######## design 1 ########
Fig. 1: design 1, signal wires by layer
Scale bar: 20 um. Only two layers are drawn.
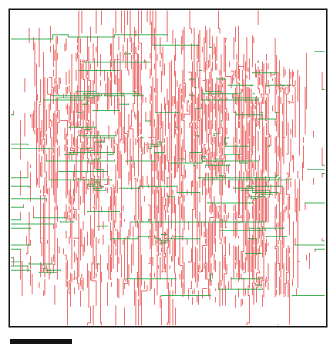

### src/rtl/rc4_pkg.sv
`default_nettype none
// ============================================================================
// Module  : rc4_pkg
// Purpose : Shared types and constants for the RC4 pipeline (init, ksa,
//           prga). Holds the PRGA state encoding and the fixed layout
//           constants of the message RAMs.
// Ports   : none (package)
// Revision: 1.0 - initial release
// ============================================================================
package rc4_pkg;

    // Byte 0 of every CT/PT message holds the message length L.
    localparam int LEN_ADDR    = 0;
    // Clock cycles spent on each message byte by the PRGA loop.
    localparam int BYTE_CYCLES = 9;

    typedef enum logic [3:0] {
        IDLE     = 4'd0,
        LEN_RD   = 4'd1,
        LEN_WAIT = 4'd2,
        LEN_WR   = 4'd3,
        I_RD     = 4'd4,
        I_WAIT   = 4'd5,
        J_RD     = 4'd6,
        J_WAIT   = 4'd7,
        SWAP_I   = 4'd8,
        SWAP_J   = 4'd9,
        PAD_RD   = 4'd10,
        PAD_WAIT = 4'd11,
        PT_WR    = 4'd12
    } prga_state_t;

endpackage : rc4_pkg
`default_nettype wire

### src/rtl/rc4_prga.sv
`default_nettype none
// ============================================================================
// Module  : rc4_prga
// Purpose : RC4 pseudo-random generation / decrypt stage. Walks the
//           key-scheduled S permutation, swapping entries, and XORs each
//           keystream byte with the ciphertext read from CT RAM, writing
//           the plaintext to PT RAM. Byte 0 of a message is its length.
// Ports   : clk        - system clock
//           rst_n      - asynchronous active-low reset
//           en         - start request, honoured only while rdy=1
//           rdy        - idle and able to accept en
//           s_addr     - S RAM address        s_rddata  - S RAM read data
//           s_wrdata   - S RAM write data     s_wren    - S RAM write enable
//           ct_addr    - CT RAM address       ct_rddata - CT RAM read data
//           pt_addr    - PT RAM address       pt_wrdata - PT RAM write data
//           pt_wren    - PT RAM write enable
// Revision: 1.0 - initial release
// ============================================================================
module rc4_prga
    import rc4_pkg::*;
#(
    parameter int ADDR_W = 8,
    parameter int DATA_W = 8
) (
    input  logic              clk,
    input  logic              rst_n,
    input  logic              en,
    output logic              rdy,
    output logic [ADDR_W-1:0] s_addr,
    input  logic [DATA_W-1:0] s_rddata,
    output logic [DATA_W-1:0] s_wrdata,
    output logic              s_wren,
    output logic [ADDR_W-1:0] ct_addr,
    input  logic [DATA_W-1:0] ct_rddata,
    output logic [ADDR_W-1:0] pt_addr,
    output logic [DATA_W-1:0] pt_wrdata,
    output logic              pt_wren
);

    prga_state_t r_state;
    prga_state_t w_state_next;

    logic [ADDR_W-1:0] r_i;
    logic [ADDR_W-1:0] r_j;
    // One bit wider than an address so that L=255 reaches k==len cleanly.
    logic [ADDR_W:0]   r_k;
    logic [DATA_W-1:0] r_len;
    logic [DATA_W-1:0] r_si;
    logic [DATA_W-1:0] r_sj;
    logic [DATA_W-1:0] r_ct_q;

    // All RAM-facing outputs are registered: a value set while in state X
    // reaches the RAM during the following cycle, the RAM registers it at
    // the end of that cycle, and read data is sampled one state later.
    logic [ADDR_W-1:0] r_s_addr;
    logic [DATA_W-1:0] r_s_wrdata;
    logic              r_s_wren;
    logic [ADDR_W-1:0] r_ct_addr;
    logic [ADDR_W-1:0] r_pt_addr;
    logic [DATA_W-1:0] r_pt_wrdata;
    logic              r_pt_wren;

    logic [ADDR_W-1:0] w_i_next;
    logic [ADDR_W-1:0] w_j_next;
    logic [ADDR_W-1:0] w_pad_addr;
    logic              w_last;

    // Index arithmetic is modulo 2**ADDR_W; carries are simply dropped.
    assign w_i_next   = r_i + ADDR_W'(1);
    assign w_j_next   = r_j + ADDR_W'(s_rddata);
    assign w_pad_addr = ADDR_W'(r_si + r_sj);
    assign w_last     = (r_k == (ADDR_W+1)'(r_len));

    // ------------------------------------------------------------------
    // State register
    // ------------------------------------------------------------------
    always_ff @(posedge clk or negedge rst_n) begin
        if (!rst_n) begin
            r_state <= IDLE;
        end else begin
            r_state <= w_state_next;
        end
    end

    // ------------------------------------------------------------------
    // Next-state logic
    // ------------------------------------------------------------------
    always_comb begin
        w_state_next = r_state;
        case (r_state)
            IDLE:     if (en) w_state_next = LEN_RD;
            LEN_RD:   w_state_next = LEN_WAIT;
            LEN_WAIT: w_state_next = LEN_WR;
            // A zero-length message only copies its length byte.
            LEN_WR:   w_state_next = (ct_rddata == '0) ? IDLE : I_RD;
            I_RD:     w_state_next = I_WAIT;
            I_WAIT:   w_state_next = J_RD;
            J_RD:     w_state_next = J_WAIT;
            J_WAIT:   w_state_next = SWAP_I;
            SWAP_I:   w_state_next = SWAP_J;
            SWAP_J:   w_state_next = PAD_RD;
            PAD_RD:   w_state_next = PAD_WAIT;
            PAD_WAIT: w_state_next = PT_WR;
            PT_WR:    w_state_next = w_last ? IDLE : I_RD;
            default:  w_state_next = IDLE;
        endcase
    end

    // ------------------------------------------------------------------
    // Datapath and registered RAM interface
    // ------------------------------------------------------------------
    always_ff @(posedge clk or negedge rst_n) begin
        if (!rst_n) begin
            r_i         <= '0;
            r_j         <= '0;
            r_k         <= '0;
            r_len       <= '0;
            r_si        <= '0;
            r_sj        <= '0;
            r_ct_q      <= '0;
            r_s_addr    <= '0;
            r_s_wrdata  <= '0;
            r_s_wren    <= 1'b0;
            r_ct_addr   <= '0;
            r_pt_addr   <= '0;
            r_pt_wrdata <= '0;
            r_pt_wren   <= 1'b0;
        end else begin
            // Write enables are single-cycle pulses.
            r_s_wren  <= 1'b0;
            r_pt_wren <= 1'b0;
            case (r_state)
                LEN_RD: begin
                    r_ct_addr <= ADDR_W'(LEN_ADDR);
                end
                LEN_WR: begin
                    r_len       <= ct_rddata;
                    r_pt_addr   <= ADDR_W'(LEN_ADDR);
                    r_pt_wrdata <= ct_rddata;
                    r_pt_wren   <= 1'b1;
                    r_i         <= '0;
                    r_j         <= '0;
                    r_k         <= (ADDR_W+1)'(1);
                end
                I_RD: begin
                    r_i       <= w_i_next;
                    r_s_addr  <= w_i_next;
                    r_ct_addr <= r_k[ADDR_W-1:0];
                end
                J_RD: begin
                    // s_rddata = S[i], ct_rddata = CT[k]
                    r_si     <= s_rddata;
                    r_ct_q   <= ct_rddata;
                    r_j      <= w_j_next;
                    r_s_addr <= w_j_next;
                end
                SWAP_I: begin
                    // s_rddata = S[j]; it becomes the new S[i].
                    r_sj       <= s_rddata;
                    r_s_addr   <= r_i;
                    r_s_wrdata <= s_rddata;
                    r_s_wren   <= 1'b1;
                end
                SWAP_J: begin
                    // When i==j both writes carry the same value, so S is
                    // left unchanged without any special handling.
                    r_s_addr   <= r_j;
                    r_s_wrdata <= r_si;
                    r_s_wren   <= 1'b1;
                end
                PAD_RD: begin
                    // The S[j] write lands at the end of this cycle, before
                    // the pad address is registered by the RAM.
                    r_s_addr <= w_pad_addr;
                end
                PT_WR: begin
                    r_pt_addr   <= r_k[ADDR_W-1:0];
                    r_pt_wrdata <= s_rddata ^ r_ct_q;
                    r_pt_wren   <= 1'b1;
                    if (!w_last) begin
                        r_k <= r_k + (ADDR_W+1)'(1);
                    end
                end
                default: begin
                end
            endcase
        end
    end

    assign rdy       = (r_state == IDLE);
    assign s_addr    = r_s_addr;
    assign s_wrdata  = r_s_wrdata;
    assign s_wren    = r_s_wren;
    assign ct_addr   = r_ct_addr;
    assign pt_addr   = r_pt_addr;
    assign pt_wrdata = r_pt_wrdata;
    assign pt_wren   = r_pt_wren;

endmodule : rc4_prga
`default_nettype wire
### config.mk
export PLATFORM = sky130hd
export DESIGN_NAME = rc4_prga
export DESIGN_NICKNAME = d
export VERILOG_FILES = /design/src/rtl/rc4_pkg.sv /design/src/rtl/rc4_prga.sv
export SDC_FILE = /design/constraint.sdc
export NUM_CORES = 1
export LEC_CHECK = 0
export ABC_AREA = 1
export CAP_MARGIN = 30
export CORE_MARGIN = 3
export CORE_UTILIZATION = 58
export CTS_BUF_LIST = sky130_fd_sc_hd__clkbuf_4 sky130_fd_sc_hd__clkbuf_8
export CTS_CLUSTER_SIZE = 40
export DETAILED_ROUTE_END_ITERATION = 12
export PLACE_DENSITY_LB_ADDON = 0.2
export SETUP_SLACK_MARGIN = 0.4
export SYNTH_ARGS = -nofsm -noshare
export SYNTH_HDL_FRONTEND = slang
export SYNTH_SLANG_ARGS = --single-unit
### constraint.sdc
create_clock -name clk -period 2.1 [get_ports clk]
set_input_delay 0.63 -clock clk [delete_from_list [all_inputs] [get_ports clk]]
set_output_delay 0.63 -clock clk [all_outputs]
set_load 0.01 [all_outputs]
######## design 2 ########
===== config.mk =====
export PLATFORM = sky130hd
export DESIGN_NAME = velocity_stream_ctrl
export DESIGN_NICKNAME = d
export VERILOG_FILES = /design/src/rtl/velocity_stream_pkg.sv /design/src/rtl/velocity_prefetch_fifo.sv /design/src/rtl/velocity_stream_ctrl.sv
export SDC_FILE = /design/constraint.sdc
export NUM_CORES = 1
export LEC_CHECK = 0
export CORE_MARGIN = 10
export CORE_UTILIZATION = 40
export DETAILED_ROUTE_END_ITERATION = 16
export PLACE_DENSITY = 0.73
export SKIP_CTS_REPAIR_TIMING = 1
export SKIP_LAST_GASP = 1
export SYNTH_ARGS = -nofsm -noshare
export SYNTH_HDL_FRONTEND = slang
export SYNTH_SLANG_ARGS = --single-unit

===== constraint.sdc =====
create_clock -name clk -period 5.2 [get_ports clk]
set_input_delay 0.78 -clock clk [delete_from_list [all_inputs] [get_ports clk]]
set_output_delay 0.78 -clock clk [all_outputs]
set_load 0.01 [all_outputs]

===== src/rtl/velocity_stream_pkg.sv =====
// rtl/velocity_stream_pkg.sv - shared state encoding and constants for velocity_stream_ctrl
// Contents: state_e (sequencer states), CNT_ADDR (memory word holding the particle count).
package velocity_stream_pkg;

    typedef enum logic [2:0] {
        IDLE,
        CNT_REQ,
        CNT_WAIT,
        STREAM,
        FIN
    } state_e;

    localparam int CNT_ADDR = 0;

endpackage


===== src/rtl/velocity_prefetch_fifo.sv =====
// rtl/velocity_prefetch_fifo.sv - synchronous prefetch FIFO holding {index, velocity} words
// Ports: clk, rst (sync, active-high), clr (sync flush), push/push_data (write side),
//        pop/pop_data (read side, pop_data shows the head), empty, count (occupancy).
module velocity_prefetch_fifo
#(
    parameter int WIDTH = 104,
    parameter int DEPTH = 4
) (
    input  logic                         clk,
    input  logic                         rst,
    input  logic                         clr,
    input  logic                         push,
    input  logic [WIDTH-1:0]             push_data,
    input  logic                         pop,
    output logic [WIDTH-1:0]             pop_data,
    output logic                         empty,
    output logic [$clog2(DEPTH+1)-1:0]   count
);

    localparam int PW = $clog2(DEPTH);
    localparam int CW = $clog2(DEPTH+1);

    logic [WIDTH-1:0] buf_q [DEPTH];
    logic [PW-1:0]    wr_ptr_q, wr_ptr_d;
    logic [PW-1:0]    rd_ptr_q, rd_ptr_d;
    logic [CW-1:0]    count_q, count_d;
    logic             do_push, do_pop;

    always_comb begin
        do_pop   = pop && (count_q != '0);
        // A push into a full FIFO is only taken when the head leaves in the same cycle.
        do_push  = push && ((count_q != CW'(DEPTH)) || do_pop);
        wr_ptr_d = wr_ptr_q;
        rd_ptr_d = rd_ptr_q;
        count_d  = count_q + CW'(do_push) - CW'(do_pop);
        if (do_push) begin
            wr_ptr_d = wr_ptr_q + PW'(1);
        end
        if (do_pop) begin
            rd_ptr_d = rd_ptr_q + PW'(1);
        end
        if (clr) begin
            wr_ptr_d = '0;
            rd_ptr_d = '0;
            count_d  = '0;
        end
    end

    always_ff @(posedge clk) begin
        if (rst) begin
            wr_ptr_q <= '0;
            rd_ptr_q <= '0;
            count_q  <= '0;
        end else begin
            wr_ptr_q <= wr_ptr_d;
            rd_ptr_q <= rd_ptr_d;
            count_q  <= count_d;
        end
    end

    always_ff @(posedge clk) begin
        if (do_push && !clr) begin
            buf_q[wr_ptr_q] <= push_data;
        end
    end

    assign pop_data = buf_q[rd_ptr_q];
    assign empty    = (count_q == '0);
    assign count    = count_q;

endmodule


===== src/rtl/velocity_stream_ctrl.sv =====
// rtl/velocity_stream_ctrl.sv - streams one cell's velocities out and writes the updates back
// Ports: clk, rst (sync, active-high); start/busy/done/cnt_err (control);
//        mem_address/mem_data/mem_rden/mem_wren/mem_q (single-port velocity memory);
//        out_valid/out_ready/out_data/out_idx (velocity stream to the motion update unit);
//        wb_valid/wb_ready/wb_data (updated velocities, in particle order).
module velocity_stream_ctrl
    import velocity_stream_pkg::*;
#(
    parameter int DATA_WIDTH     = 96,
    parameter int PARTICLE_NUM   = 220,
    parameter int ADDR_WIDTH     = 8,
    parameter int MEM_RD_LATENCY = 1,
    parameter int FIFO_DEPTH     = 4
) (
    input  logic                  clk,
    input  logic                  rst,
    input  logic                  start,
    output logic                  busy,
    output logic                  done,
    output logic                  cnt_err,
    output logic [ADDR_WIDTH-1:0] mem_address,
    output logic [DATA_WIDTH-1:0] mem_data,
    output logic                  mem_rden,
    output logic                  mem_wren,
    input  logic [DATA_WIDTH-1:0] mem_q,
    output logic                  out_valid,
    input  logic                  out_ready,
    output logic [DATA_WIDTH-1:0] out_data,
    output logic [ADDR_WIDTH-1:0] out_idx,
    input  logic                  wb_valid,
    output logic                  wb_ready,
    input  logic [DATA_WIDTH-1:0] wb_data
);

    localparam int CW = $clog2(FIFO_DEPTH+1);
    localparam int WW = $clog2(MEM_RD_LATENCY+1);
    localparam int FW = DATA_WIDTH + ADDR_WIDTH;
    localparam logic [ADDR_WIDTH-1:0] N_MAX = ADDR_WIDTH'(PARTICLE_NUM-1);

    state_e                  state_q, state_d;
    logic [ADDR_WIDTH-1:0]   n_q, n_d;
    logic [ADDR_WIDTH-1:0]   wb_cnt_q, wb_cnt_d;
    // One extra bit so the pointer can step past N without wrapping back to a legal address.
    logic [ADDR_WIDTH:0]     rd_ptr_q, rd_ptr_d;
    logic [WW-1:0]           wait_q, wait_d;
    logic                    cnt_err_q, cnt_err_d;
    logic [MEM_RD_LATENCY-1:0] rd_vld_q, rd_vld_d;
    logic [ADDR_WIDTH-1:0]   rd_idx_q [MEM_RD_LATENCY];
    logic [ADDR_WIDTH-1:0]   rd_idx_d [MEM_RD_LATENCY];
    logic [CW-1:0]           fifo_count, in_flight;
    logic [CW:0]             credit_used;
    logic                    fifo_empty, rd_en, wr_en;
    logic [FW-1:0]           fifo_head;
    logic [ADDR_WIDTH-1:0]   cnt_word;

    assign cnt_word = mem_q[ADDR_WIDTH-1:0];

    // Read-return pipeline: tags each issued read with its address so the word lands in the
    // FIFO exactly MEM_RD_LATENCY cycles later, and counts reads still in flight.
    always_comb begin
        rd_vld_d[0] = rd_en;
        rd_idx_d[0] = rd_ptr_q[ADDR_WIDTH-1:0];
        for (int i = 1; i < MEM_RD_LATENCY; i++) begin
            rd_vld_d[i] = rd_vld_q[i-1];
            rd_idx_d[i] = rd_idx_q[i-1];
        end
        in_flight = '0;
        for (int i = 0; i < MEM_RD_LATENCY; i++) begin
            in_flight = in_flight + CW'(rd_vld_q[i]);
        end
    end

    always_comb begin
        state_d     = state_q;
        n_d         = n_q;
        wb_cnt_d    = wb_cnt_q;
        rd_ptr_d    = rd_ptr_q;
        wait_d      = wait_q;
        cnt_err_d   = cnt_err_q;
        rd_en       = 1'b0;
        wr_en       = 1'b0;
        mem_rden    = 1'b0;
        mem_wren    = 1'b0;
        mem_address = '0;
        mem_data    = '0;
        wb_ready    = 1'b0;
        // Buffered plus in-flight words; a read is only issued when its data is sure to fit.
        credit_used = {1'b0, fifo_count} + {1'b0, in_flight};
        unique case (state_q)
            IDLE: begin
                if (start) begin
                    state_d   = CNT_REQ;
                    cnt_err_d = 1'b0;
                    n_d       = '0;
                    wb_cnt_d  = '0;
                    rd_ptr_d  = (ADDR_WIDTH+1)'(1);
                    wait_d    = '0;
                end
            end
            CNT_REQ: begin
                mem_rden    = 1'b1;
                mem_address = ADDR_WIDTH'(CNT_ADDR);
                state_d     = CNT_WAIT;
            end
            CNT_WAIT: begin
                // Count is captured when it appears on mem_q; the decision uses the
                // registered (clamped) value one cycle later.
                if (wait_q == WW'(MEM_RD_LATENCY)) begin
                    state_d = (n_q == '0) ? FIN : STREAM;
                end else begin
                    wait_d = wait_q + WW'(1);
                    if (wait_q == WW'(MEM_RD_LATENCY-1)) begin
                        if (cnt_word > N_MAX) begin
                            n_d       = N_MAX;
                            cnt_err_d = 1'b1;
                        end else begin
                            n_d = cnt_word;
                        end
                    end
                end
            end
            STREAM: begin
                wb_ready = (wb_cnt_q < n_q);
                wr_en    = wb_ready && wb_valid;
                if (wr_en) begin
                    mem_wren    = 1'b1;
                    mem_address = wb_cnt_q + ADDR_WIDTH'(1);
                    mem_data    = wb_data;
                    wb_cnt_d    = wb_cnt_q + ADDR_WIDTH'(1);
                end else if ((rd_ptr_q <= {1'b0, n_q}) &&
                             (credit_used < (CW+1)'(FIFO_DEPTH))) begin
                    rd_en       = 1'b1;
                    mem_rden    = 1'b1;
                    mem_address = rd_ptr_q[ADDR_WIDTH-1:0];
                    rd_ptr_d    = rd_ptr_q + (ADDR_WIDTH+1)'(1);
                end
                if (wb_cnt_q == n_q) begin
                    state_d = FIN;
                end
            end
            FIN: begin
                state_d = IDLE;
            end
            default: begin
                state_d = IDLE;
            end
        endcase
    end

    always_ff @(posedge clk) begin
        if (rst) begin
            state_q   <= IDLE;
            n_q       <= '0;
            wb_cnt_q  <= '0;
            rd_ptr_q  <= '0;
            wait_q    <= '0;
            cnt_err_q <= 1'b0;
            rd_vld_q  <= '0;
        end else begin
            state_q   <= state_d;
            n_q       <= n_d;
            wb_cnt_q  <= wb_cnt_d;
            rd_ptr_q  <= rd_ptr_d;
            wait_q    <= wait_d;
            cnt_err_q <= cnt_err_d;
            rd_vld_q  <= rd_vld_d;
        end
    end

    always_ff @(posedge clk) begin
        rd_idx_q <= rd_idx_d;
    end

    velocity_prefetch_fifo #(
        .WIDTH (FW),
        .DEPTH (FIFO_DEPTH)
    ) u_fifo (
        .clk       (clk),
        .rst       (rst),
        .clr       (state_q == FIN),
        .push      (rd_vld_q[MEM_RD_LATENCY-1]),
        .push_data ({rd_idx_q[MEM_RD_LATENCY-1], mem_q}),
        .pop       (out_valid && out_ready),
        .pop_data  (fifo_head),
        .empty     (fifo_empty),
        .count     (fifo_count)
    );

    assign out_valid = !fifo_empty;
    assign out_data  = out_valid ? fifo_head[DATA_WIDTH-1:0] : '0;
    assign out_idx   = out_valid ? fifo_head[FW-1:DATA_WIDTH] : '0;
    assign busy      = (state_q == CNT_REQ) || (state_q == CNT_WAIT) || (state_q == STREAM);
    assign done      = (state_q == FIN);
    assign cnt_err   = cnt_err_q;

endmodule



==> screenshots <==
Power grid.
panel A
Scale bar: 20 um. Pins as bars on the die edge.
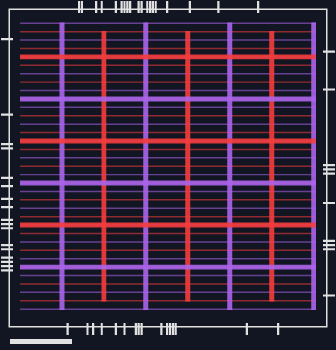
panel B
Scale bar: 50 um. Pins as bars on the die edge.
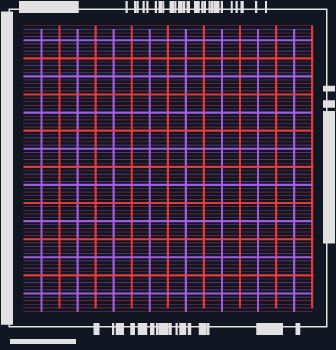
The one with the largest die is panel B.
The one with the most pins is panel B.
design 1: panel A
design 2: panel B

Fig. 2: design 2, placed cells, one colour a class
Fill, decap, tap and diode cells in grey.
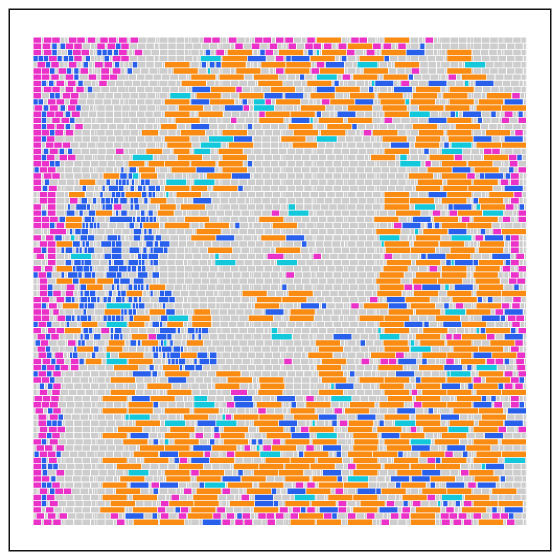
[blue] remaining logic cells | cells: 561
[magenta] remaining buffers and delay cells | cells: 428
[orange] registers | cells: 464
[cyan] clock drivers and dummy loads | cells: 86
# rows: 79
Seq area share: 0.534
Core ar.: 46700 um2

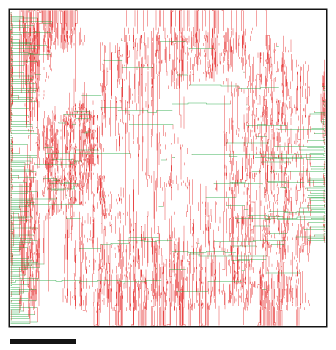
Fig. 3. Signal wires by layer (design 2).
Scale bar: 50 um. Only two layers are drawn.
[green] M3 | wire length: 4030 um
[red] M2 | wire length: 24.6 mm

==> results.yml, design 2 <==
# flow metrics
global_routing:
  grt_pass1_vias: 11910
  track_usage: 0.169
  grt_pass1_wl_um: 73400
  top_usage_layer: "met2"
finish:
  final-clk-cell-share: 0.0582
  sh_comb_area: 0.205
  n_clock_buffer: 60
  largest_reg_flops: 416
  finalInstanceArea_um2: 25200
  logic_gates: 538
  antennaDiodeCount: 6
  top_register: "u_fifo.buf_q"
  area_growth_pct: 33.2
  comb_area_um2: 5160
  ff_latch_area_um2: 13500
  buf_share: 0.170
route:
  firstDrtPassIters: 7
  vias_per_cell: 5.12
  routed.top_layer: "met5"
power_and_ir_drop:
  p_comb_frac: 0.295
  p_clk_mw: 3.21
  p_sw_frac: 0.278
  leakagePower_nw: 8.24
  power_mw: 10.7
logic_synthesis:
  top_area_frac: 0.659
  xor_share: 0.00462
  ys_cells: 1081
  ys_sh_mux: 0.124
  ys_types: 55
  syn-cell-area_um2: 18900
sta:
  max_freq_mhz: 210
  fin_skew_ps: 14.8
  tightest_slew_ps: 1120
  finalCritPeriodShare: 0.914
setup_path:
  path_max_fanout: 62
  cp_cell_sequence: "inv_1 > ha_1 > and3_1 > a221o_1 > a2111oi_4 > nand2_1 > inv_2 > buf_12 > and2_1 > clkdlybuf4s50_1"
  rrSetupSlack_ps: 2110
run_status:
  status: "finished, final reports clean"
clock_network:
  clock_sinks: 464
worst_hold_path:
  worst_hold_path.endpoint: "rd_idx_q[4]$_DFF_P_"
die:
  fp_util: 0.406
placed_design:
  placed_area_um2: 23700
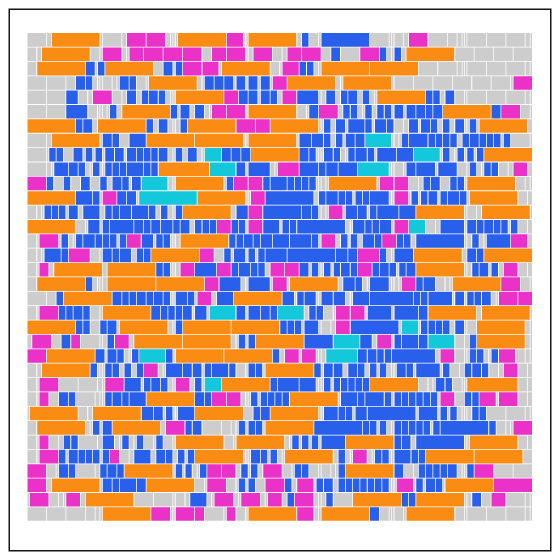
Fig. 4. Placed cells, one colour a class (design 1).
Fill, decap, tap and diode cells in grey.
[cyan] clock drivers and dummy loads | cells: 16
[orange] registers | cells: 103
[blue] remaining logic cells | cells: 571
[magenta] remaining buffers and delay cells | cells: 119
Final Core Density: 0.788
Core ar.: 8850 um2
Final Cell Area: 6980 um2

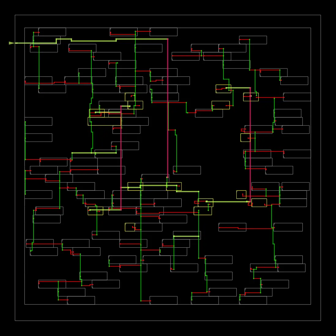
Fig. 5. Clock wiring as the flow saved it (design 1).
CTS Buf Count: 9
CTS sink cnt: 103
Clock net power: 1.37 mW
clock buffers: 9

## Picture notes: Fig. 1
[green] M3 | wire length: 1040 um
[red] M2 | wire length: 7680 um

==> results.yml, design 1 <==
# flow metrics
run_status:
  status: "finished, final reports clean"
finish:
  logic_gates: 485
  antennaDiodeCount: 0
  sh_comb_area: 0.385
  n_fill_cell: 586
  inverters: 86
  largestClassByArea: "combinational gates"
  ff_latch_area_um2: 2580
  drive_above_1_share: 0.194
  buf_share: 0.146
  layout_top_cells: "nand2_1 (223), dfrtp_1 (101), inv_1 (75)"
  largest_reg_flops: 9
  area_growth_pct: 29.9
route:
  vias_per_cell: 5.67
  drt-met1-wl_um: 6100
  routed_wl_um: 15400
sta:
  max_freq_mhz: 539
  fin_tns_setup_ps: 0
  finalSetupViolCount: 0
setup_path:
  cp_slowest_cell: "dfrtp_1"
  path_class: "reg -> out"
  rrSetupSlack_ps: 310
  endpoint: "rdy"
  endpoint_kind: "output port"
  critical_path_depth: 4
  cp_cell_sequence: "nor2_2 > inv_2 > nor2_4 > buf_6"
  critPathTopFamily: "flip-flops"
power_and_ir_drop:
  pg_seq_mw: 2.34
  vdd_ir_drop_max_mv: 0.465
  p_comb_frac: 0.272
  p_sw_mw: 1.68
logic_synthesis:
  fa_ha_area_frac: 0.0447
  ys_cells: 687
  ys_types: 32
  simple_gate_area_frac: 0.297
  top_logic_kind: "simple AND/OR/NAND/NOR gates"
  edf_count: 0
clock_network:
  cts_tree: "done"
  holdBufCountCts: 0
placed_design:
  placedCellCount: 867
die:
  rows: 34


==> screenshots <==
Routed clock nets over the placement.
shot_01.png
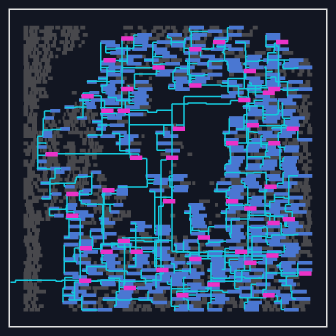
shot_02.png
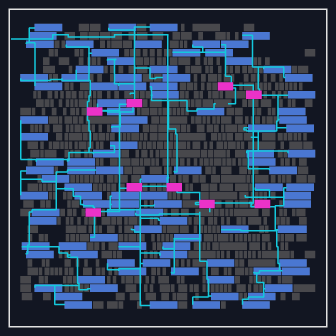
The one with the most sequential cells is shot_01.png.
- shot_01.png = design 2
- shot_02.png = design 1

Key to shot_01.png:
[blue] flip-flops | count: 464
[cyan] clock wires | length: 5400 um
[magenta] clock-net drivers | count: 48
routed clock nets: 49

Power and IR drop assume default switching activity.
